######## spi_master_param ########
Fig. 1: spi_master_param, wire density map
Bar = 20 um. 15 x 15 tiles, from dark blue (low) to red (high), scaled to the fullest tile. Values are wire area over tile area, all layers added.
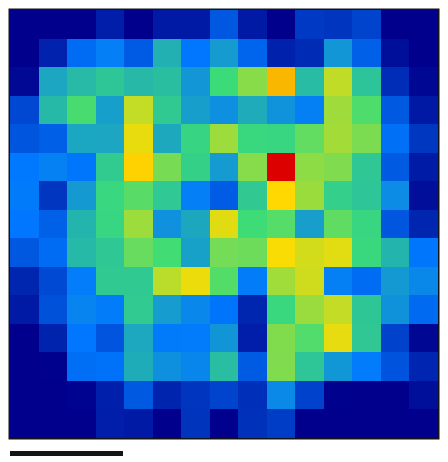

## src/rtl/spi_pkg.sv

```systemverilog
// -----------------------------------------------------------------------------
// spi_pkg
//   Shared types and helpers for the parametrised SPI master.
//   - state_e    : transfer FSM states (IDLE -> SETUP -> XFER -> HOLD -> IDLE)
//   - spi_mode_t : CPOL/CPHA pair latched when a frame is accepted
//   - idx_w()    : index width for N items, never less than one bit
// -----------------------------------------------------------------------------
package spi_pkg;

  typedef enum logic [1:0] {
    IDLE  = 2'd0,
    SETUP = 2'd1,
    XFER  = 2'd2,
    HOLD  = 2'd3
  } state_e;

  typedef struct packed {
    logic cpol;
    logic cpha;
  } spi_mode_t;

  // Width of an index selecting one of n items. A single item still gets a
  // one-bit select so port widths never collapse to zero.
  function automatic int idx_w(input int n);
    return (n > 1) ? $clog2(n) : 1;
  endfunction

endpackage

```

## src/rtl/spi_clk_gen.sv

```systemverilog
// -----------------------------------------------------------------------------
// spi_clk_gen
//   Half-period tick generator for the SPI master. While enabled, tick is high
//   for one clk cycle every (div+1) cycles; disabling clears the counter so the
//   first tick after enable arrives exactly div+1 cycles later.
//   Ports:
//     clk, rst  - system clock, asynchronous active-low reset
//     en        - count enable (high while a transfer is in progress)
//     div       - half-period minus one, in clk cycles
//     tick      - one-cycle half-period strobe
// -----------------------------------------------------------------------------
module spi_clk_gen #(
  parameter int DIV_W = 8
) (
  input  logic             clk,
  input  logic             rst,
  input  logic             en,
  input  logic [DIV_W-1:0] div,
  output logic             tick
);

  logic [DIV_W-1:0] cnt_q, cnt_d;

  // Comparing against div (instead of counting up to div+1) lets the maximum
  // divider run without needing an extra counter bit.
  always_comb begin
    cnt_d = '0;
    if (en && (cnt_q != div)) cnt_d = cnt_q + DIV_W'(1);
  end

  assign tick = en && (cnt_q == div);

  always_ff @(posedge clk or negedge rst) begin
    if (!rst) cnt_q <= '0;
    else      cnt_q <= cnt_d;
  end

endmodule

```

## src/rtl/spi_master_param.sv

```systemverilog
// -----------------------------------------------------------------------------
// spi_master_param
//   Parametrised SPI master with run-time CPOL/CPHA and SCK divider.
//   A frame is accepted when load_data is high on an edge while idle; data,
//   cs_sel, cpol, cpha and clk_div are captured at that edge. The transfer is
//   SETUP (H cycles), 2*DATA_W SCK edges spaced H cycles apart, then HOLD
//   (H cycles), where H = clk_div+1. received_data and a one-cycle rx_valid
//   are produced in the cycle cs deasserts and busy falls.
//   Ports:
//     clk, rst       - system clock, asynchronous active-low reset
//     data           - TX frame, sampled on accept
//     load_data      - start request, honoured only while idle
//     cs_sel         - chip-select index; out-of-range keeps all cs high
//     cpol, cpha     - SPI mode
//     clk_div        - SCK half-period minus one
//     miso / mosi    - serial data in / out
//     sck            - SPI clock
//     cs             - active-low chip selects
//     busy           - transfer in progress
//     received_data  - last completed RX frame
//     rx_valid       - one-cycle strobe when received_data updates
// -----------------------------------------------------------------------------
module spi_master_param
  import spi_pkg::*;
#(
  parameter int DATA_W    = 8,
  parameter int NUM_CS    = 1,
  parameter int DIV_W     = 8,
  parameter bit MSB_FIRST = 1'b1
) (
  input  logic                      clk,
  input  logic                      rst,
  input  logic [DATA_W-1:0]         data,
  input  logic                      load_data,
  input  logic [idx_w(NUM_CS)-1:0]  cs_sel,
  input  logic                      cpol,
  input  logic                      cpha,
  input  logic [DIV_W-1:0]          clk_div,
  input  logic                      miso,
  output logic                      mosi,
  output logic                      sck,
  output logic [NUM_CS-1:0]         cs,
  output logic                      busy,
  output logic [DATA_W-1:0]         received_data,
  output logic                      rx_valid
);

  localparam int              BIT_W    = idx_w(DATA_W);
  localparam logic [BIT_W-1:0] LAST_BIT = BIT_W'(DATA_W - 1);

  state_e            state_q, state_d;
  spi_mode_t         mode_q, mode_d;
  logic [DIV_W-1:0]  div_q, div_d;
  logic [DATA_W-1:0] tx_q, tx_d;
  logic [DATA_W-1:0] rx_q, rx_d;
  logic [DATA_W-1:0] rdata_q, rdata_d;
  logic [BIT_W-1:0]  bit_q, bit_d;
  logic              trail_q, trail_d;   // next SCK edge is a trailing edge
  logic              sck_q, sck_d;
  logic              mosi_q, mosi_d;
  logic              busy_q, busy_d;
  logic              rxv_q, rxv_d;
  logic [NUM_CS-1:0] cs_q, cs_d;

  logic clk_en;
  logic tick;

  assign clk_en = (state_q != IDLE);

  spi_clk_gen #(.DIV_W(DIV_W)) u_clk_gen (
    .clk  (clk),
    .rst  (rst),
    .en   (clk_en),
    .div  (div_q),
    .tick (tick)
  );

  // Bit-order helpers: the bit presented next, the register after it leaves,
  // and the receive register after a new bit arrives.
  function automatic logic first_bit(input logic [DATA_W-1:0] v);
    return MSB_FIRST ? v[DATA_W-1] : v[0];
  endfunction

  function automatic logic [DATA_W-1:0] shift_out(input logic [DATA_W-1:0] v);
    return MSB_FIRST ? {v[DATA_W-2:0], 1'b0} : {1'b0, v[DATA_W-1:1]};
  endfunction

  function automatic logic [DATA_W-1:0] shift_in(input logic [DATA_W-1:0] v,
                                                 input logic              b);
    return MSB_FIRST ? {v[DATA_W-2:0], b} : {b, v[DATA_W-1:1]};
  endfunction

  always_comb begin
    // NOTE: every _d defaults to its _q first, so no path through the case
    // below can leave a signal unassigned and infer a latch.
    state_d = state_q;
    mode_d  = mode_q;
    div_d   = div_q;
    tx_d    = tx_q;
    rx_d    = rx_q;
    rdata_d = rdata_q;
    bit_d   = bit_q;
    trail_d = trail_q;
    sck_d   = sck_q;
    mosi_d  = mosi_q;
    busy_d  = busy_q;
    cs_d    = cs_q;
    rxv_d   = 1'b0;

    unique case (state_q)
      IDLE: begin
        sck_d  = cpol;
        mosi_d = 1'b0;
        cs_d   = '1;
        busy_d = 1'b0;
        if (load_data) begin
          state_d = SETUP;
          mode_d  = '{cpol: cpol, cpha: cpha};
          div_d   = clk_div;
          busy_d  = 1'b1;
          bit_d   = '0;
          trail_d = 1'b0;
          rx_d    = '0;
          for (int i = 0; i < NUM_CS; i++) cs_d[i] = (int'(cs_sel) != i);
          if (cpha) begin
            tx_d = data;
          end else begin
            // CPHA=0 needs the first bit on the wire before the leading edge.
            mosi_d = first_bit(data);
            tx_d   = shift_out(data);
          end
        end
      end

      SETUP: begin
        if (tick) state_d = XFER;
      end

      XFER: begin
        if (tick) begin
          sck_d   = ~sck_q;
          trail_d = ~trail_q;
          if (!trail_q) begin
            if (mode_q.cpha) begin
              mosi_d = first_bit(tx_q);
              tx_d   = shift_out(tx_q);
            end else begin
              rx_d = shift_in(rx_q, miso);
            end
          end else begin
            if (mode_q.cpha) begin
              rx_d = shift_in(rx_q, miso);
            end else if (bit_q != LAST_BIT) begin
              mosi_d = first_bit(tx_q);
              tx_d   = shift_out(tx_q);
            end
            if (bit_q == LAST_BIT) state_d = HOLD;
            else                   bit_d   = bit_q + BIT_W'(1);
          end
        end
      end

      HOLD: begin
        if (tick) begin
          state_d = IDLE;
          sck_d   = mode_q.cpol;
          mosi_d  = 1'b0;
          cs_d    = '1;
          busy_d  = 1'b0;
          rdata_d = rx_q;
          rxv_d   = 1'b1;
        end
      end

      default: state_d = IDLE;
    endcase
  end

  // NOTE: state is updated with non-blocking assignments only, so every flop
  // sees the pre-edge value of every other flop regardless of statement order.
  always_ff @(posedge clk or negedge rst) begin
    if (!rst) begin
      state_q <= IDLE;
      mode_q  <= '0;
      div_q   <= '0;
      tx_q    <= '0;
      rx_q    <= '0;
      rdata_q <= '0;
      bit_q   <= '0;
      trail_q <= 1'b0;
      sck_q   <= 1'b0;
      mosi_q  <= 1'b0;
      busy_q  <= 1'b0;
      cs_q    <= '1;
      rxv_q   <= 1'b0;
    end else begin
      state_q <= state_d;
      mode_q  <= mode_d;
      div_q   <= div_d;
      tx_q    <= tx_d;
      rx_q    <= rx_d;
      rdata_q <= rdata_d;
      bit_q   <= bit_d;
      trail_q <= trail_d;
      sck_q   <= sck_d;
      mosi_q  <= mosi_d;
      busy_q  <= busy_d;
      cs_q    <= cs_d;
      rxv_q   <= rxv_d;
    end
  end

  assign mosi          = mosi_q;
  assign sck           = sck_q;
  assign cs            = cs_q;
  assign busy          = busy_q;
  assign received_data = rdata_q;
  assign rx_valid      = rxv_q;

endmodule

```

## config.mk

```make
export PLATFORM = sky130hd
export DESIGN_NAME = spi_master_param
export DESIGN_NICKNAME = d
export VERILOG_FILES = /design/src/rtl/spi_pkg.sv /design/src/rtl/spi_clk_gen.sv /design/src/rtl/spi_master_param.sv
export SDC_FILE = /design/constraint.sdc
export NUM_CORES = 1
export LEC_CHECK = 0
export CAP_MARGIN = 40
export CORE_MARGIN = 3
export CORE_UTILIZATION = 55
export DETAILED_ROUTE_END_ITERATION = 10
export PLACE_DENSITY = 0.78
export SLEW_MARGIN = 10
export SYNTH_ARGS = -nofsm -noshare
export SYNTH_HDL_FRONTEND = slang
export SYNTH_SLANG_ARGS = --single-unit
```

## constraint.sdc

```tcl
create_clock -name clk -period 3.2 [get_ports clk]
set_input_delay 0.32 -clock clk [delete_from_list [all_inputs] [get_ports clk]]
set_output_delay 0.32 -clock clk [all_outputs]
set_load 0.1 [all_outputs]
```

######## alu_multicycle ########
$ cat src/rtl/alu_multicycle.sv
// rtl/alu_multicycle.sv - multi-cycle ALU with iterative MULTU/DIVU and HI/LO
`timescale 1ns/1ps
// Execute-stage ALU: single-cycle logic/arith ops, shift-add multiply and
// restoring divide over WIDTH cycles, valid/ready handshake, registered result.
module alu_multicycle #(
  parameter int WIDTH = 32
) (
  input  logic             i_clk,
  input  logic             i_rst_n,
  input  logic             i_valid,
  output logic             o_ready,
  input  logic [3:0]       i_control,
  input  logic [WIDTH-1:0] i_op1,
  input  logic [WIDTH-1:0] i_op2,
  output logic             o_valid,
  output logic [WIDTH-1:0] o_result,
  output logic             o_zf,
  output logic             o_dz
);

  localparam int CW = (WIDTH > 1) ? $clog2(WIDTH) : 1;

  typedef enum logic [1:0] {S_IDLE, S_MUL, S_DIV} state_t;

  state_t           r_state, w_next;
  logic [CW-1:0]    r_cnt;
  logic [WIDTH-1:0] r_a;    // multiplicand or divisor
  logic [WIDTH-1:0] r_acc;  // running high half / partial remainder
  logic [WIDTH-1:0] r_q;    // multiplier shifting into LO / dividend shifting into quotient
  logic [WIDTH-1:0] r_hi, r_lo;

  logic             w_accept, w_is_mul, w_is_div, w_div0, w_last;
  logic [WIDTH-1:0] w_alu;
  logic [WIDTH:0]   w_mul_sum, w_div_shift, w_div_diff;
  logic             w_div_ok;
  logic [WIDTH-1:0] w_it_acc, w_it_q;

  // Ready is suppressed while reset is held so every output reads 0 under reset
  assign o_ready  = i_rst_n & (r_state == S_IDLE);
  assign w_accept = i_valid & o_ready;
  assign w_is_mul = (i_control == 4'b1000);
  assign w_is_div = (i_control == 4'b1001);
  assign w_div0   = w_is_div & (i_op2 == '0);
  assign w_last   = (r_cnt == CW'(WIDTH - 1));

  // State register
  always_ff @(posedge i_clk or negedge i_rst_n) begin
    if (!i_rst_n) r_state <= S_IDLE;
    else          r_state <= w_next;
  end

  // Next-state: start iterating on accepted MULTU / non-zero DIVU, stop after WIDTH steps
  always_comb begin
    w_next = r_state;
    case (r_state)
      S_IDLE: begin
        if (w_accept && w_is_mul)                 w_next = S_MUL;
        else if (w_accept && w_is_div && !w_div0) w_next = S_DIV;
      end
      S_MUL, S_DIV: if (w_last) w_next = S_IDLE;
      default: w_next = S_IDLE;
    endcase
  end

  // Single-cycle operation results; unknown codes yield 0
  always_comb begin
    w_alu = '0;
    case (i_control)
      4'b0000: w_alu = i_op1 & i_op2;
      4'b0001: w_alu = i_op1 | i_op2;
      4'b0010: w_alu = i_op1 + i_op2;
      4'b0110: w_alu = i_op1 - i_op2;
      4'b1100: w_alu = ~(i_op1 | i_op2);
      4'b0111: w_alu = {{(WIDTH-1){1'b0}}, ($signed(i_op1) < $signed(i_op2))};
      4'b0011: w_alu = {{(WIDTH-1){1'b0}}, (i_op1 < i_op2)};
      4'b1010: w_alu = r_hi;
      4'b1011: w_alu = r_lo;
      default: w_alu = '0;
    endcase
  end

  // One iteration step: shift-add multiply or restoring divide
  always_comb begin
    w_mul_sum   = {1'b0, r_acc} + (r_q[0] ? {1'b0, r_a} : {(WIDTH+1){1'b0}});
    w_div_shift = {r_acc, r_q[WIDTH-1]};
    w_div_diff  = w_div_shift - {1'b0, r_a};
    w_div_ok    = ~w_div_diff[WIDTH];
    if (r_state == S_DIV) begin
      w_it_acc = w_div_ok ? w_div_diff[WIDTH-1:0] : w_div_shift[WIDTH-1:0];
      w_it_q   = {r_q[WIDTH-2:0], w_div_ok};
    end else begin
      w_it_acc = w_mul_sum[WIDTH:1];
      w_it_q   = {w_mul_sum[0], r_q[WIDTH-1:1]};
    end
  end

  // Datapath: operand capture, iteration, HI/LO and registered outputs
  always_ff @(posedge i_clk or negedge i_rst_n) begin
    if (!i_rst_n) begin
      r_cnt    <= '0;
      r_a      <= '0;
      r_acc    <= '0;
      r_q      <= '0;
      r_hi     <= '0;
      r_lo     <= '0;
      o_valid  <= 1'b0;
      o_result <= '0;
      o_zf     <= 1'b0;
      o_dz     <= 1'b0;
    end else begin
      o_valid <= 1'b0;
      if (r_state == S_IDLE) begin
        if (w_accept) begin
          if (w_is_mul || (w_is_div && !w_div0)) begin
            r_cnt <= '0;
            r_acc <= '0;
            r_a   <= w_is_mul ? i_op1 : i_op2;
            r_q   <= w_is_mul ? i_op2 : i_op1;
          end else if (w_div0) begin
            r_lo     <= '1;
            r_hi     <= i_op1;
            o_result <= '1;
            o_zf     <= 1'b0;
            o_dz     <= 1'b1;
            o_valid  <= 1'b1;
          end else begin
            o_result <= w_alu;
            o_zf     <= (w_alu == '0);
            o_dz     <= 1'b0;
            o_valid  <= 1'b1;
          end
        end
      end else begin
        r_acc <= w_it_acc;
        r_q   <= w_it_q;
        r_cnt <= r_cnt + 1'b1;
        if (w_last) begin
          r_hi     <= w_it_acc;
          r_lo     <= w_it_q;
          o_result <= w_it_q;
          o_zf     <= (w_it_q == '0);
          o_dz     <= 1'b0;
          o_valid  <= 1'b1;
        end
      end
    end
  end

endmodule

$ cat config.mk
export PLATFORM = sky130hd
export DESIGN_NAME = alu_multicycle
export DESIGN_NICKNAME = d
export VERILOG_FILES = /design/src/rtl/alu_multicycle.sv
export SDC_FILE = /design/constraint.sdc
export NUM_CORES = 1
export LEC_CHECK = 0
export CORE_UTILIZATION = 25
export DETAILED_ROUTE_END_ITERATION = 6
export PLACE_DENSITY_LB_ADDON = 0.08
export SETUP_SLACK_MARGIN = 0.15
export SKIP_LAST_GASP = 1
export SYNTH_ARGS = -nofsm -noshare
export SYNTH_HDL_FRONTEND = slang
export SYNTH_SLANG_ARGS = --single-unit
$ cat constraint.sdc
create_clock -name i_clk -period 10.37 [get_ports i_clk]
set_input_delay 2.074 -clock i_clk [delete_from_list [all_inputs] [get_ports i_clk]]
set_output_delay 2.074 -clock i_clk [all_outputs]
set_load 0.005 [all_outputs]
######## mem_arbiter ########
### config.mk
export PLATFORM = sky130hd
export DESIGN_NAME = mem_arbiter
export DESIGN_NICKNAME = d
export VERILOG_FILES = /design/src/rtl/mem_arbiter.sv
export SDC_FILE = /design/constraint.sdc
export NUM_CORES = 1
export LEC_CHECK = 0
export CORE_AREA = 8 8 85 87
export CTS_CLUSTER_SIZE = 25
export DETAILED_ROUTE_END_ITERATION = 8
export DIE_AREA = 0 0 93 95
export HOLD_SLACK_MARGIN = 0.15
export PLACE_DENSITY = 0.86
export REMOVE_ABC_BUFFERS = 1
export SKIP_CTS_REPAIR_TIMING = 1
export SYNTH_ARGS = -nofsm -noshare
export SYNTH_HDL_FRONTEND = slang
export SYNTH_SLANG_ARGS = --single-unit
### constraint.sdc
create_clock -name clk -period 2.66 [get_ports clk]
set_input_delay 0.532 -clock clk [delete_from_list [all_inputs] [get_ports clk]]
set_output_delay 0.532 -clock clk [all_outputs]
set_load 0.01 [all_outputs]
### src/rtl/mem_arbiter.sv
// mem_arbiter: round-robin arbiter for two masters on one memory port.
// Optional define ARB_TIMEOUT_EN adds a grant-to-abort watchdog.

module mem_arbiter #(
    parameter int TIMEOUT_CYCLES = 255
) (
    input  logic        clk,
    input  logic        rst,

    input  logic        m0_read,
    input  logic        m0_write,
    input  logic        m0_instr,
    input  logic [19:0] m0_addr,
    input  logic [15:0] m0_wdata,
    output logic        m0_busy,
    output logic        m0_cack,
    output logic        m0_ready,
    output logic        m0_err,

    input  logic        m1_read,
    input  logic        m1_write,
    input  logic        m1_instr,
    input  logic [19:0] m1_addr,
    input  logic [15:0] m1_wdata,
    output logic        m1_busy,
    output logic        m1_cack,
    output logic        m1_ready,
    output logic        m1_err,

    output logic [15:0] m_rdata,

    output logic        mem_read,
    output logic        mem_write,
    output logic        mem_instr_access,
    output logic [19:0] mem_addr,
    output logic [15:0] mem_wdata,
    input  logic [15:0] mem_rdata,
    input  logic        mem_busy,
    input  logic        mem_cack,
    input  logic        mem_ready
);

    typedef enum logic [1:0] {
        S_IDLE = 2'd0,
        S_CMD  = 2'd1,
        S_WAIT = 2'd2
    } state_t;

    state_t      r_state;
    logic        r_owner;
    logic        r_last_grant;
    logic        r_mem_read;
    logic        r_mem_write;
    logic        r_instr;
    logic [19:0] r_addr;
    logic [15:0] r_wdata;

    logic        w_req0;
    logic        w_req1;
    logic        w_grant;
    logic        w_pick1;
    logic        w_sel_read;
    logic        w_sel_write;
    logic        w_sel_instr;
    logic [19:0] w_sel_addr;
    logic [15:0] w_sel_wdata;
    logic        w_cack;
    logic        w_done_ok;
    logic        w_timeout;
    logic        w_done;
    logic        w_unused;

    // mem_busy only tells us the controller is occupied; the command is
    // simply held until cack, so it does not steer anything here.
    assign w_unused = mem_busy ^ (TIMEOUT_CYCLES == 0);

    assign w_req0 = m0_read | m0_write;
    assign w_req1 = m1_read | m1_write;

    // On a tie the master that did not win last time gets the port.
    assign w_pick1 = w_req1 & (~w_req0 | ~r_last_grant);
    assign w_grant = (r_state == S_IDLE) & (w_req0 | w_req1);

    assign w_sel_read  = w_pick1 ? m1_read  : m0_read;
    assign w_sel_write = w_pick1 ? m1_write : m0_write;
    assign w_sel_instr = w_pick1 ? m1_instr : m0_instr;
    assign w_sel_addr  = w_pick1 ? m1_addr  : m0_addr;
    assign w_sel_wdata = w_pick1 ? m1_wdata : m0_wdata;

    // A ready in CMD only counts when it rides along with the cack.
    assign w_cack    = (r_state == S_CMD) & mem_cack;
    assign w_done_ok = (w_cack & mem_ready)
                     | ((r_state == S_WAIT) & mem_ready);

`ifdef ARB_TIMEOUT_EN
    localparam logic [7:0] TO_LAST = 8'(TIMEOUT_CYCLES - 1);

    logic [7:0] r_cnt;

    // Cycles spent on the current transaction; ready in the same cycle wins.
    assign w_timeout = (r_state != S_IDLE)
                     & (r_cnt == TO_LAST)
                     & ~w_done_ok;

    // Watchdog counter: cleared at grant, runs while a command is open.
    always_ff @(posedge clk or negedge rst) begin
        if (!rst) begin
            r_cnt <= 8'd0;
        end else if (w_grant) begin
            r_cnt <= 8'd0;
        end else if (r_state != S_IDLE) begin
            r_cnt <= r_cnt + 8'd1;
        end
    end
`else
    assign w_timeout = 1'b0;
`endif

    assign w_done = w_done_ok | w_timeout;

    // Completion and acceptance are steered only to the owning master.
    assign m0_cack  = w_cack & ~r_owner;
    assign m1_cack  = w_cack &  r_owner;
    assign m0_ready = w_done & ~r_owner;
    assign m1_ready = w_done &  r_owner;
    assign m0_err   = w_timeout & ~r_owner;
    assign m1_err   = w_timeout &  r_owner;

    assign m_rdata = w_timeout ? 16'hFFFF
                   : (w_done_ok ? mem_rdata : 16'h0000);

    // Busy is quiet while reset is held so every master output reads 0.
    assign m0_busy = rst & w_req0 & ~m0_ready;
    assign m1_busy = rst & w_req1 & ~m1_ready;

    assign mem_read         = r_mem_read;
    assign mem_write        = r_mem_write;
    assign mem_instr_access = r_instr;
    assign mem_addr         = r_addr;
    assign mem_wdata        = r_wdata;

    // Arbitration FSM: latch the winner's command, hold it to cack, await ready.
    always_ff @(posedge clk or negedge rst) begin
        if (!rst) begin
            r_state      <= S_IDLE;
            r_owner      <= 1'b0;
            r_last_grant <= 1'b1;
            r_mem_read   <= 1'b0;
            r_mem_write  <= 1'b0;
            r_instr      <= 1'b0;
            r_addr       <= 20'h0;
            r_wdata      <= 16'h0;
        end else begin
            unique case (r_state)
                S_IDLE: begin
                    if (w_grant) begin
                        r_owner      <= w_pick1;
                        r_last_grant <= w_pick1;
                        r_mem_read   <= w_sel_read;
                        r_mem_write  <= w_sel_write & ~w_sel_read;
                        r_instr      <= w_sel_instr;
                        r_addr       <= w_sel_addr;
                        r_wdata      <= w_sel_wdata;
                        r_state      <= S_CMD;
                    end
                end
                S_CMD: begin
                    if (w_done) begin
                        r_mem_read  <= 1'b0;
                        r_mem_write <= 1'b0;
                        r_state     <= S_IDLE;
                    end else if (mem_cack) begin
                        r_mem_read  <= 1'b0;
                        r_mem_write <= 1'b0;
                        r_state     <= S_WAIT;
                    end
                end
                S_WAIT: begin
                    if (w_done) begin
                        r_state <= S_IDLE;
                    end
                end
                default: begin
                    r_mem_read  <= 1'b0;
                    r_mem_write <= 1'b0;
                    r_state     <= S_IDLE;
                end
            endcase
        end
    end

endmodule

######## grf_hazard_ctrl ########
## config.mk

```make
export PLATFORM = sky130hd
export DESIGN_NAME = grf_hazard_ctrl
export DESIGN_NICKNAME = d
export VERILOG_FILES = /design/src/rtl/hazard_pkg.sv /design/src/rtl/grf_hazard_ctrl_md_busy_timer.sv /design/src/rtl/grf_hazard_ctrl.sv
export SDC_FILE = /design/constraint.sdc
export NUM_CORES = 1
export LEC_CHECK = 0
export CORE_MARGIN = 10
export CORE_UTILIZATION = 25
export CTS_CLUSTER_SIZE = 10
export DETAILED_ROUTE_END_ITERATION = 7
export SYNTH_ARGS = -nofsm -noshare
export SYNTH_HDL_FRONTEND = slang
export SYNTH_HIERARCHICAL = 1
export SYNTH_SLANG_ARGS = --single-unit
```

## constraint.sdc

```tcl
create_clock -name clk -period 2.7 [get_ports clk]
set_input_delay 0.54 -clock clk [delete_from_list [all_inputs] [get_ports clk]]
set_output_delay 0.54 -clock clk [all_outputs]
set_load 0.1 [all_outputs]
```

## src/rtl/hazard_pkg.sv

```systemverilog
// Shared types and constants for the GRF hazard controller.
//   TUSE_* / TNEW_* : operand-use and result-ready timing codes
//   fwd_sel_e       : forwarding mux select encodings
//   stage_rec_t     : in-flight destination record {dst, tnew}
package hazard_pkg;

  localparam int unsigned REG_W    = 5;
  localparam int unsigned TIME_W   = 2;
  localparam int unsigned MD_CNT_W = 4;

  localparam logic [TIME_W-1:0] TUSE_D    = 2'd0;
  localparam logic [TIME_W-1:0] TUSE_E    = 2'd1;
  localparam logic [TIME_W-1:0] TUSE_NONE = 2'd3;

  localparam logic [TIME_W-1:0] TNEW_0   = 2'd0;
  localparam logic [TIME_W-1:0] TNEW_1   = 2'd1;
  localparam logic [TIME_W-1:0] TNEW_MAX = 2'd2;

  typedef enum logic [1:0] {
    FWD_GRF = 2'd0,
    FWD_E   = 2'd1,
    FWD_M   = 2'd2,
    FWD_W   = 2'd3
  } fwd_sel_e;

  typedef struct packed {
    logic [REG_W-1:0]  dst;
    logic [TIME_W-1:0] tnew;
  } stage_rec_t;

  // A result can never take longer than two stages past E.
  function automatic logic [TIME_W-1:0] sat_tnew(input logic [TIME_W-1:0] t);
    return (t > TNEW_MAX) ? TNEW_MAX : t;
  endfunction

  function automatic logic [TIME_W-1:0] dec_tnew(input logic [TIME_W-1:0] t);
    return (t == TNEW_0) ? TNEW_0 : t - TIME_W'(1);
  endfunction

  // RAW stall for one source operand against the E and M records.
  function automatic logic op_stall(input logic [REG_W-1:0]  r,
                                    input logic [TIME_W-1:0] tuse,
                                    input stage_rec_t        e,
                                    input stage_rec_t        m);
    logic hit;
    hit = 1'b0;
    if (r != '0 && tuse != TUSE_NONE) begin
      if (e.dst == r && e.tnew > tuse) hit = 1'b1;
      if (m.dst == r && m.tnew > tuse) hit = 1'b1;
    end
    return hit;
  endfunction

  // Youngest matching stage wins; a not-yet-ready match selects GRF and
  // relies on the stall term instead of falling back to an older stage.
  function automatic fwd_sel_e op_fwd(input logic [REG_W-1:0] r,
                                      input stage_rec_t       e,
                                      input stage_rec_t       m,
                                      input stage_rec_t       w);
    fwd_sel_e sel;
    sel = FWD_GRF;
    if (r != '0) begin
      if (e.dst == r)      sel = (e.tnew == TNEW_0) ? FWD_E : FWD_GRF;
      else if (m.dst == r) sel = (m.tnew == TNEW_0) ? FWD_M : FWD_GRF;
      else if (w.dst == r) sel = (w.tnew == TNEW_0) ? FWD_W : FWD_GRF;
    end
    return sel;
  endfunction

endpackage

```

## src/rtl/grf_hazard_ctrl_md_busy_timer.sv

```systemverilog
// Busy window of the multi-cycle mult/div unit.
//   clk, reset : pipeline clock, synchronous active-high reset
//   start      : a mult/div was accepted out of D this cycle
//   is_div     : the accepted operation is a divide
//   md_busy    : unit busy (includes the cycle the op sits in E)
module md_busy_timer
  import hazard_pkg::*;
#(
  parameter int unsigned MULT_CYCLES = 5,
  parameter int unsigned DIV_CYCLES  = 10
) (
  input  logic clk,
  input  logic reset,
  input  logic start,
  input  logic is_div,
  output logic md_busy
);

  logic [MD_CNT_W-1:0] md_cnt_q, md_cnt_d;
  logic                e_md_start_q, e_md_start_d;
  logic                e_md_div_q, e_md_div_d;

  // Counter loads the cycle after the op enters E, then runs down to zero.
  always_comb begin
    e_md_start_d = start;
    e_md_div_d   = start & is_div;
    md_cnt_d     = md_cnt_q;
    if (e_md_start_q) begin
      md_cnt_d = e_md_div_q ? MD_CNT_W'(DIV_CYCLES) : MD_CNT_W'(MULT_CYCLES);
    end else if (md_cnt_q != '0) begin
      md_cnt_d = md_cnt_q - MD_CNT_W'(1);
    end
  end

  always_ff @(posedge clk) begin
    if (reset) begin
      md_cnt_q     <= '0;
      e_md_start_q <= 1'b0;
      e_md_div_q   <= 1'b0;
    end else begin
      md_cnt_q     <= md_cnt_d;
      e_md_start_q <= e_md_start_d;
      e_md_div_q   <= e_md_div_d;
    end
  end

  assign md_busy = (md_cnt_q != '0) || e_md_start_q;

endmodule

```

## src/rtl/grf_hazard_ctrl.sv

```systemverilog
// Register-file hazard scoreboard for the D/E/M/W pipeline.
// Tracks E/M/W destination records, produces the D-stage stall and rs/rt
// forwarding selects, drives the GRF write port from W, and stalls HI/LO
// users while the mult/div unit is busy.
//   Inputs : clk, reset (sync, active high), d_* decode-stage descriptors
//   Outputs: stall, fwd_rs_sel, fwd_rt_sel, grf_we, grf_a3, md_busy, stall_cnt
// Optional: define HAZARD_STATS_EN to build the 32-bit stall-cycle counter;
// otherwise stall_cnt is tied to 0.
module grf_hazard_ctrl
  import hazard_pkg::*;
#(
  parameter int unsigned MULT_CYCLES = 5,
  parameter int unsigned DIV_CYCLES  = 10
) (
  input  logic              clk,
  input  logic              reset,
  input  logic              d_valid,
  input  logic [REG_W-1:0]  d_rs,
  input  logic [REG_W-1:0]  d_rt,
  input  logic [TIME_W-1:0] d_tuse_rs,
  input  logic [TIME_W-1:0] d_tuse_rt,
  input  logic [REG_W-1:0]  d_dst,
  input  logic [TIME_W-1:0] d_tnew,
  input  logic              d_md_start,
  input  logic              d_md_is_div,
  input  logic              d_md_use,
  output logic              stall,
  output logic [1:0]        fwd_rs_sel,
  output logic [1:0]        fwd_rt_sel,
  output logic              grf_we,
  output logic [REG_W-1:0]  grf_a3,
  output logic              md_busy,
  output logic [31:0]       stall_cnt
);

  stage_rec_t e_q, e_d;
  stage_rec_t m_q, m_d;
  stage_rec_t w_q, w_d;

  logic     md_busy_raw;
  logic     md_accept;
  fwd_sel_e rs_sel, rt_sel;

  md_busy_timer #(
    .MULT_CYCLES (MULT_CYCLES),
    .DIV_CYCLES  (DIV_CYCLES)
  ) u_md_timer (
    .clk     (clk),
    .reset   (reset),
    .start   (md_accept),
    .is_div  (d_md_is_div),
    .md_busy (md_busy_raw)
  );

  // Hazard detection, forwarding and pipeline advance. Outputs are forced
  // quiet while reset is held so the reset cycle itself presents no stall.
  always_comb begin
    stall = !reset && d_valid &&
            (op_stall(d_rs, d_tuse_rs, e_q, m_q) ||
             op_stall(d_rt, d_tuse_rt, e_q, m_q) ||
             (d_md_use && md_busy_raw));

    rs_sel     = reset ? FWD_GRF : op_fwd(d_rs, e_q, m_q, w_q);
    rt_sel     = reset ? FWD_GRF : op_fwd(d_rt, e_q, m_q, w_q);
    fwd_rs_sel = 2'(rs_sel);
    fwd_rt_sel = 2'(rt_sel);

    grf_a3  = w_q.dst;
    grf_we  = !reset && (w_q.dst != '0);
    md_busy = !reset && md_busy_raw;

    e_d = '0;
    if (d_valid && !stall) begin
      e_d.dst  = d_dst;
      e_d.tnew = sat_tnew(d_tnew);
    end
    m_d.dst  = e_q.dst;
    m_d.tnew = dec_tnew(e_q.tnew);
    w_d.dst  = m_q.dst;
    w_d.tnew = TNEW_0;
  end

  // A start held in D by a stall is only taken once D advances.
  assign md_accept = d_valid && d_md_start && !stall;

  always_ff @(posedge clk) begin
    if (reset) begin
      e_q <= '0;
      m_q <= '0;
      w_q <= '0;
    end else begin
      e_q <= e_d;
      m_q <= m_d;
      w_q <= w_d;
    end
  end

`ifdef HAZARD_STATS_EN
  logic [31:0] stall_cnt_q, stall_cnt_d;

  always_comb begin
    stall_cnt_d = stall ? stall_cnt_q + 32'd1 : stall_cnt_q;
  end

  always_ff @(posedge clk) begin
    if (reset) stall_cnt_q <= '0;
    else       stall_cnt_q <= stall_cnt_d;
  end

  assign stall_cnt = stall_cnt_q;
`else
  assign stall_cnt = '0;
`endif

endmodule

```

Fig. 2: grf_hazard_ctrl, wiring by layer
Bar = 20 um.
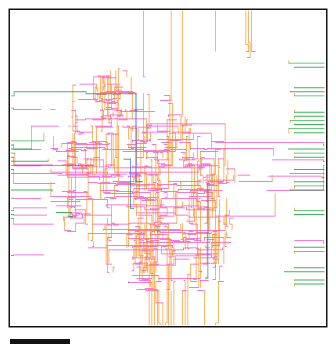
- blue: met4 (wire length 76.8 um)
- magenta: met1 (wire length 2,140 um)
- orange: met2 (wire length 2,290 um)
- green: met3 (wire length 441 um)
global-route usage over all layers: 8.92%
Post-Route WL: 4950 um
wire per inst: 13.3 um
number of vias after detailed routing: 1,592

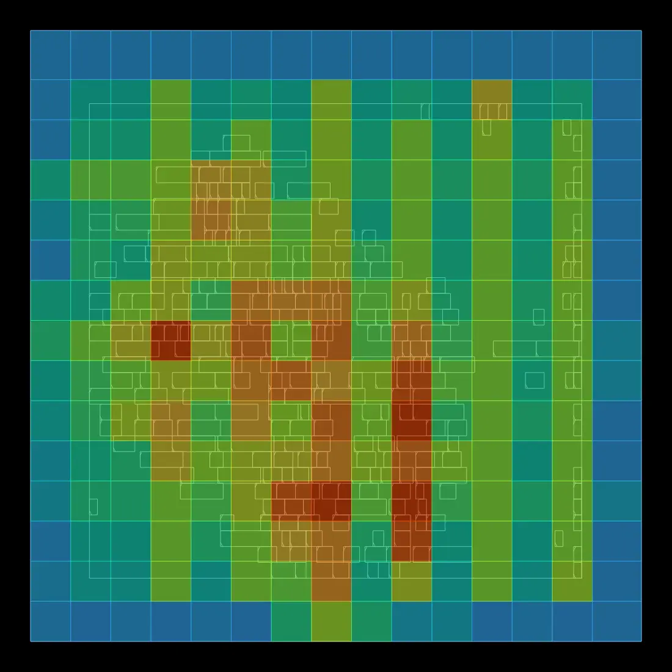
Fig. 3. Routing congestion map (grf_hazard_ctrl).
GR Layer Usage met3: 3.62%
met2 layer usage reported by global route: 14.8%

==> ds_physical_params.txt, grf_hazard_ctrl <==
Characteristics after synthesis and place and route

Parameter                              Value

Final timing
  Post-layout minimum cycle time    2.72 ns
  Tightest hold margin    0.416 ns
  Setup violations, final    1
  Number of hold violations in the final report    0
  Slew Limit Fails    0
  Worst path setup slack after routing    -0.0169 ns
  Setup Total Neg Slack    -0.0169 ns

Global routing
  Vias in the first global route    1,709
  Maximum number of pins on one net before global-route repair    26

Clocking
  Post-cts hold buffer count    0
  CTS buffer count    3

Die
  DIE WIDTH    105 um
  FP Rows    30
  Num ports    71

Drt
  Number of nets with antenna violations after routing    0
  Starting DRC count in detailed routing    47

Power and ir drop
  Comb power frac    53.6%
  Power, Total    1.48 mW

Hold path
  Worst hold path cell count    1

Worst setup path
  Required time of the worst setup path    2.16 ns
  Depth of the critical timing path with buffers and inverters included    7

Place
  PortBufs    38

Status
  Failing checks    setup timing
  Run status    finished, violations left

Layout
  Antenna cell count    0
grf_hazard_ctrl: power by group through the flow:
stage                     clock network [mW]  logic (mW)  registers [mW]
after floorplan                            0       0.615           0.471
after global placement                     0       0.759           0.470
after detailed placement                   0       0.770           0.471
after CTS                              0.232       0.775           0.462
after global routing                   0.248       0.855           0.468
final                                  0.224       0.793           0.463
grf_hazard_ctrl: layer usage:
metal,vias up,GRT usage (%),share of wire [%]
met4,0,2.75,1.5
met3,7,3.62,8.9
met2,60,14.8,46
li1,778,-,-
met1,747,10.2,43
met5,-,0,0
grf_hazard_ctrl: sequential cells by signal, indices dropped and copies added, names as in the netlist:
| signal | cells |
|---|---|
| u_md_timer/e_md_start_q | 1 |
| e_q | 7 |
| u_md_timer/md_cnt_q | 4 |
| grf_a3 | 5 |
| u_md_timer/e_md_div_q | 1 |
| m_q | 7 |
grf_hazard_ctrl: layout make-up:
type	instances	area [um2]
Fill cell	688	4200
Multi-Input combinational cell	163	1290
Timing Repair Buffer	72	682
Sequential cell	25	519
Tap cell	96	120
Inverter	12	45.0
Clock buffer	3	41.3
Clock inverter	1	7.51
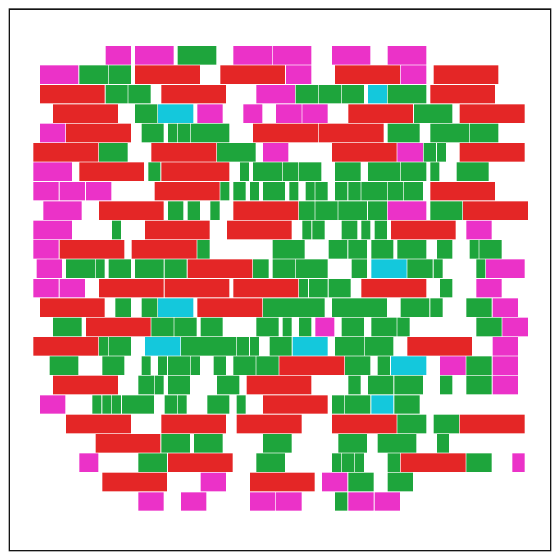
Fig. 4. Cells coloured by class (spi_master_param).
- green: all other logic (cells 159)
- magenta: other buffers and delay cells (cells 49)
- red: flops (cells 53)
- cyan: clock drivers and dummy loads (cells 8)
design area: 3340 um2
FP Rows: 24

Notes on Fig. 1 above:
- emptiest ninth of the die: lower left
- tiles over half the peak: 20%
- fullest tile: 0.49
- densest ninth of the die: centre
number of vias after detailed routing: 1,842
Post-Route WL: 5360 um
wire per inst: 16.0 um

==> ds_physical_params.txt, spi_master_param <==
Characteristics after synthesis and place and route

Parameter                              Value

Synthesis
  Mapped Cells    224
  Count of yosys warnings during synthesis    0
  Number of distinct standard cells referenced by the synthesized netlist    46
  Fraction of synthesis flops using an asynchronous set or reset pin    100%
  Count of flip-flops with a built-in enable after synthesis    0
  Sequential cell area fraction in the yosys report    49.6%
  Post-synth net total    254
  Average size of a mapped cell    11.9 um2

Power and ir drop
  Comb power frac    51.1%
  Static leakage    1.56 nW
  Switching share of power    43.2%

Place
  Cell area after placement    3240 um2

Status
  Run status    finished, final reports clean

Layout
  Number of fillers in the final layout    311
  Count of nets after finishing    298

Worst setup path
  End point of the critical path    tx_q[2]
  Kind of critical path    reg2reg
  Arrival @ worst endpoint    2.64 ns
  Worst setup slack for register-to-register paths    0.76 ns

Clocking
  CTS buffer count    5
  Number of sinks driven by the clock tree    53

Drt
  Number of vias per cell after detailed routing    5.51

Die
  DIE WIDTH    75.7 um

Final timing
  Cycle use final    76.2%
-- spi_master_param: layer usage --
layer	wire length, um	vias up	share of wire [%]	GRT usage, %
met4	112	0	2.1	7.77
met1	2560	897	48	30.0
met3	219	8	4.1	3.69
met5	0	-	0	0
li1	-	890	-	-
met2	2470	47	46	32.6
-- spi_master_param: cell families (layout without fill, tap and decap cells) --
logic type	Yosys count	count (layout)
compound gates	39	39
xor+xnor	16	16
fa+ha+maj	7	7
buf+inv	19	64
flops	53	53
mux	35	35
simple gates	55	55
-- spi_master_param: power groups by stage --
stage | combinational [mW] | sequential, mW | clock, mW
detailed placement | 1.51 | 1.05 | 0
floorplan | 0.809 | 1.31 | 0
global route | 1.62 | 1.07 | 0.445
finish | 1.51 | 1.04 | 0.408
global placement | 1.36 | 1.04 | 0
CTS | 1.51 | 1.04 | 0.418
-- spi_master_param: cell type report --
cell class,instances,area [um2],area share (%)
repair buffers,49,538,16.1
flip-flops and latches,53,1330,39.8
inverters,7,27.5,0.825
clock inverters,2,16.3,0.488
multi-input cells,152,1260,37.8
clock buffers,6,82.6,2.48
well taps,65,81.3,2.44
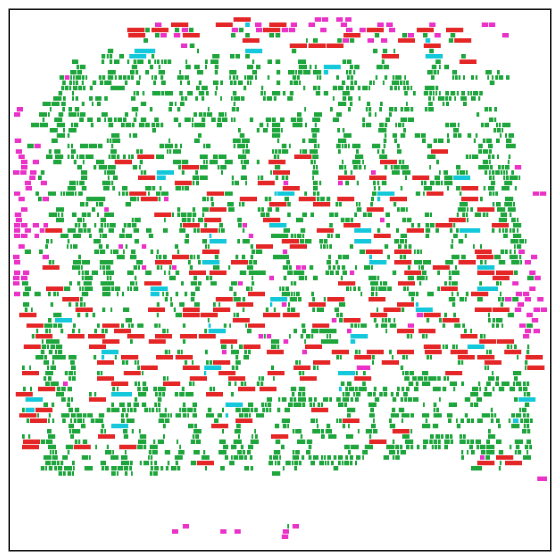
Fig. 5. Cells coloured by class (alu_multicycle).
- magenta: other buffers and delay cells (cells 139)
- cyan: clock drivers and dummy loads (cells 52)
- red: flops (cells 202)
- green: all other logic (cells 2,068)
standard cell core area: 74,900 um2
post-layout util: 29.6%
fraction of standard cell area that is sequential: 22.8%
design area: 22,200 um2
FP Rows: 100

==> ds_physical_params.txt, alu_multicycle <==
Characteristics after synthesis and place and route

Parameter                              Value

Status
  Run status    finished, final reports clean

Layout
  Multi-input logic area    13,000 um2
  Ratio of cells with drive above 1 in the final layout    5.81%
  Antenna cell count    0

Final timing
  Normalized max-slew margin    19.1%

Place
  Post-Place Setup Slack    2.60 ns
  Cell area after placement    21,200 um2

Global routing
  First-pass GRT wire length    130,000 um

Clocking
  Clock transition at the registers of the reported paths    0.06 ns
  Maximum count of clock buffers along a single path    3

Synthesis
  Simple-gate portion of the synthesized area    17.7%
  Synth mux share    5.02%
  Count of flip-flops with a built-in enable after synthesis    0

Worst setup path
  Type of origin of the critical path    primary input
  Kind of critical path    in2reg
  End point of the critical path    r_hi[11]
  Capture instance of the worst register-to-register path    r_hi[11]

Power and ir drop
  Static leakage    9.35 nW
  Power, Total    5.91 mW
  Worst voltage drop across the vdd grid    0.000146 V

Drt
  Met2 wirelength from detailed routing    41,700 um
  Post-Route WL    88,800 um
  Iteration tally of the first detailed-router pass    5
alu_multicycle: worst register-to-register path: cells and delay by family (launching register included):
| family | cells | cell delay, ns |
|---|---|---|
| AND-OR/OR-AND | 3 | 0.50 |
| adder cells (fa/ha/maj) | 1 | 0.65 |
| buffers and inverters | 4 | 2.29 |
| flip-flops | 1 | 0.38 |
| AND/OR/NAND/NOR | 3 | 1.80 |
alu_multicycle: layout make-up:
type / instances / area share [%]
inverters: 150 / 2.54
repair buffers: 139 / 5.99
flip-flops and latches: 202 / 22.8
clock buffers: 37 / 3.55
well taps: 969 / 5.47
multi-input cells: 1918 / 58.8
clock inverters: 15 / 0.853
alu_multicycle: registers in the layout (all words and copies together) (netlist names), 2 cells and up:
register and count:
r_lo 32, r_a 32, r_q 32, o_result 32
r_hi 32, r_cnt 5, r_state 2, r_acc 32
alu_multicycle: worst min path at each step:
stage	startpoint	endpoint	slack, ns	cells past startpoint
after floorplan	r_hi[12]	r_hi[12]	0.45	2
after global placement	o_result[12]	o_result[12]	0.46	1
after detailed placement	o_result[22]	o_result[22]	0.46	1
after CTS	o_result[22]	o_result[22]	0.48	1
after global routing	o_result[31]	o_result[31]	0.50	1
final	o_result[22]	o_result[22]	0.47	1
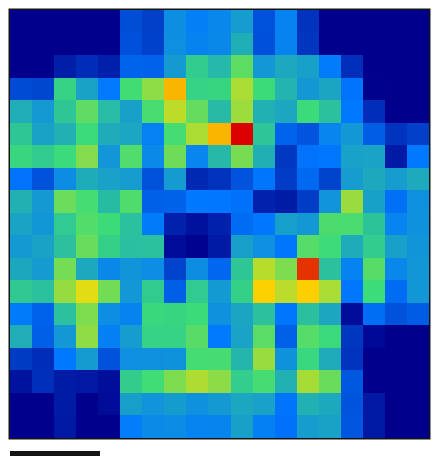
Fig. 6. Wire density map (mem_arbiter).
Bar = 20 um. 19 x 19 tiles, from dark blue (low) to red (high), scaled to the fullest tile. Values are wire area over tile area, all layers added.
- tiles over half the peak: 15%
- mean over tiles: 0.15
- nearly empty tiles: 14%
- fullest tile: 0.52
- emptiest ninth of the die: upper right
Post-Route WL: 8350 um
number of vias after detailed routing: 2,396

==> ds_physical_params.txt, mem_arbiter <==
Characteristics after synthesis and place and route

Parameter                              Value

Power and ir drop
  Static leakage    2.01 nW

Layout
  Commonest non-fill, non-tap cells in the layout    138 x sky130_fd_sc_hd__clkdlybuf4s50_1, 75 x sky130_fd_sc_hd__a21oi_1, 42 x sky130_fd_sc_hd__nor2_1, 42 x sky130_fd_sc_hd__dfrtp_1, 39 x sky130_fd_sc_hd__nand2_1
  Non-clock buffer area fraction after layout    43.9%
  Number of clock buffers in the layout    6
  Design area    4010 um2
  Comb/total area    23.7%

Drt
  Post-route DRC violation count    0

Global routing
  Global-route usage over all layers    17.8%
  Maximum number of pins on one net before global-route repair    44
  Initial antenna violation count    1

Die
  FP Rows    28
  Num ports    162

Status
  Run status    finished, final reports clean

Synthesis
  Post-Synthesis Cell Area    2130 um2

Final timing
  Cycle use final    98.4%

Place
  Post-Place Setup Slack    -0.108 ns
## mem_arbiter: logic make-up after synthesis
kind of cell / share of synthesized area (%)
and+or+nand+nor: 22.1
buffers and inverters: 5.98
AOI/OAI and AO/OA: 21.3
other: 0.176
DFF: 50.5
## mem_arbiter: state kept, by name (all words and copies together), names as in the netlist
signal / count
r_last_grant: 1
mem_write: 1
mem_instr_access: 1
r_owner: 1
mem_wdata: 16
mem_read: 1
mem_addr: 20
r_state: 2
## mem_arbiter: metal layers
metal  wire (um)  up-vias  track usage [%]
met1        3240     1109             20.6
li1            -     1199                -
met4          67        2             4.30
met5          11        -                0
met3         644        8             6.75
met2        4390       78             30.5
## mem_arbiter: critical path, cell delays in order
cell                              delay, ns
sky130_fd_sc_hd__clkdlybuf4s50_1       0.49
sky130_fd_sc_hd__nand3b_1              0.15
sky130_fd_sc_hd__buf_4                 0.17
sky130_fd_sc_hd__buf_4                 0.12
sky130_fd_sc_hd__nor2_1                0.08
sky130_fd_sc_hd__clkdlybuf4s50_1       0.55
## mem_arbiter: where the power goes
part	leakage, nW	internal (mW)	switching [mW]	total (mW)
clock network	0.0612	0.304	0.211	0.515
logic	1.46	1.15	1.10	2.25
registers	0.488	0.992	0.184	1.18


## Gallery

Wiring by layer.
picture 1
Bar = 100 um.
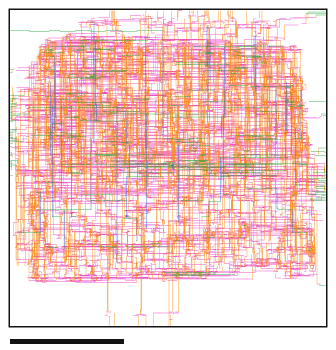
picture 2
Bar = 20 um.
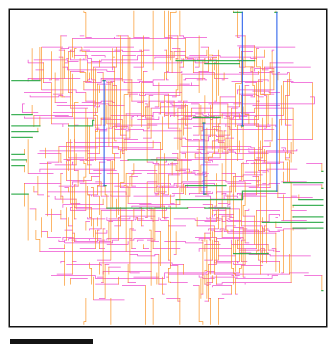
picture 3
Bar = 20 um.
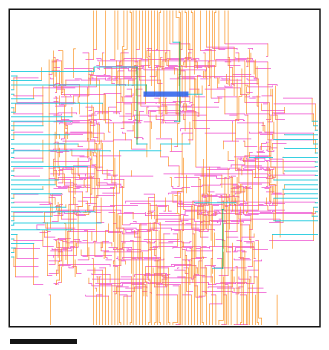
Picture 2 comes from spi_master_param.
Picture 1 comes from alu_multicycle.
Picture 3 comes from mem_arbiter.

Key to picture 1:
- green: met3 (wire length 4,110 um)
- magenta: met1 (wire length 40.7 mm)
- blue: met4 (wire length 2,210 um)
- orange: met2 (wire length 41.7 mm)


==> notes/layouts.md <==
Pictures saved along the way, in no particular order.

Routing congestion map.
panel A
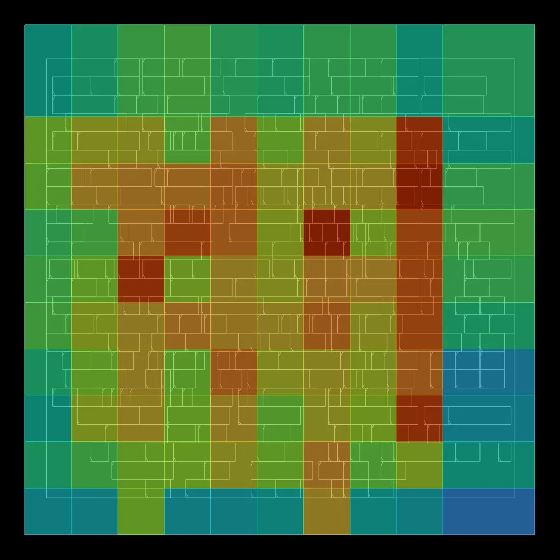
panel B
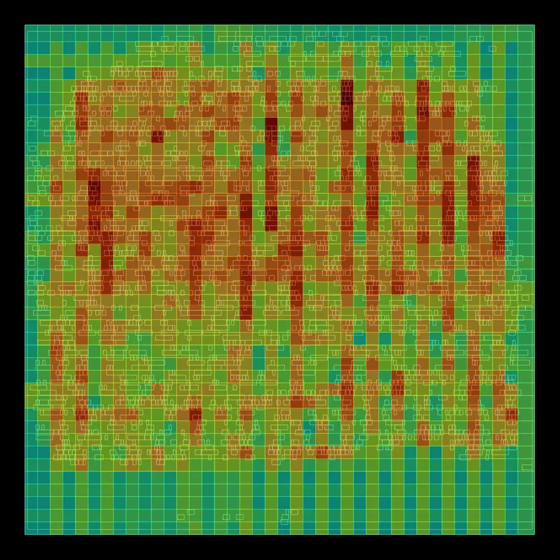
panel C
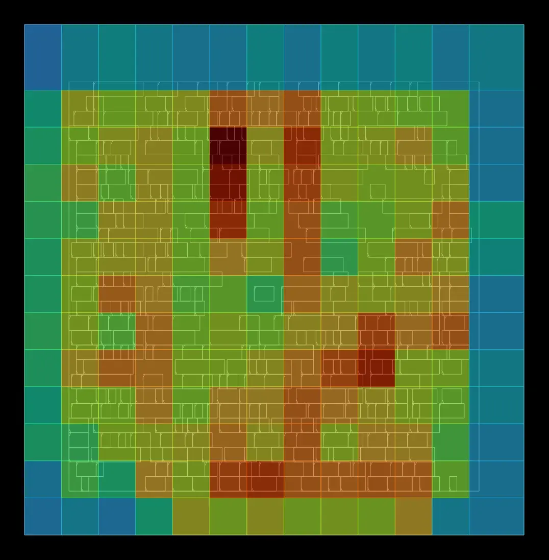
For spi_master_param, see panel A.
For mem_arbiter, see panel C.
For alu_multicycle, see panel B.
The one with the most wire per cell is panel B.

Power figures rest on the tool's default switching activity, not on a simulated workload.
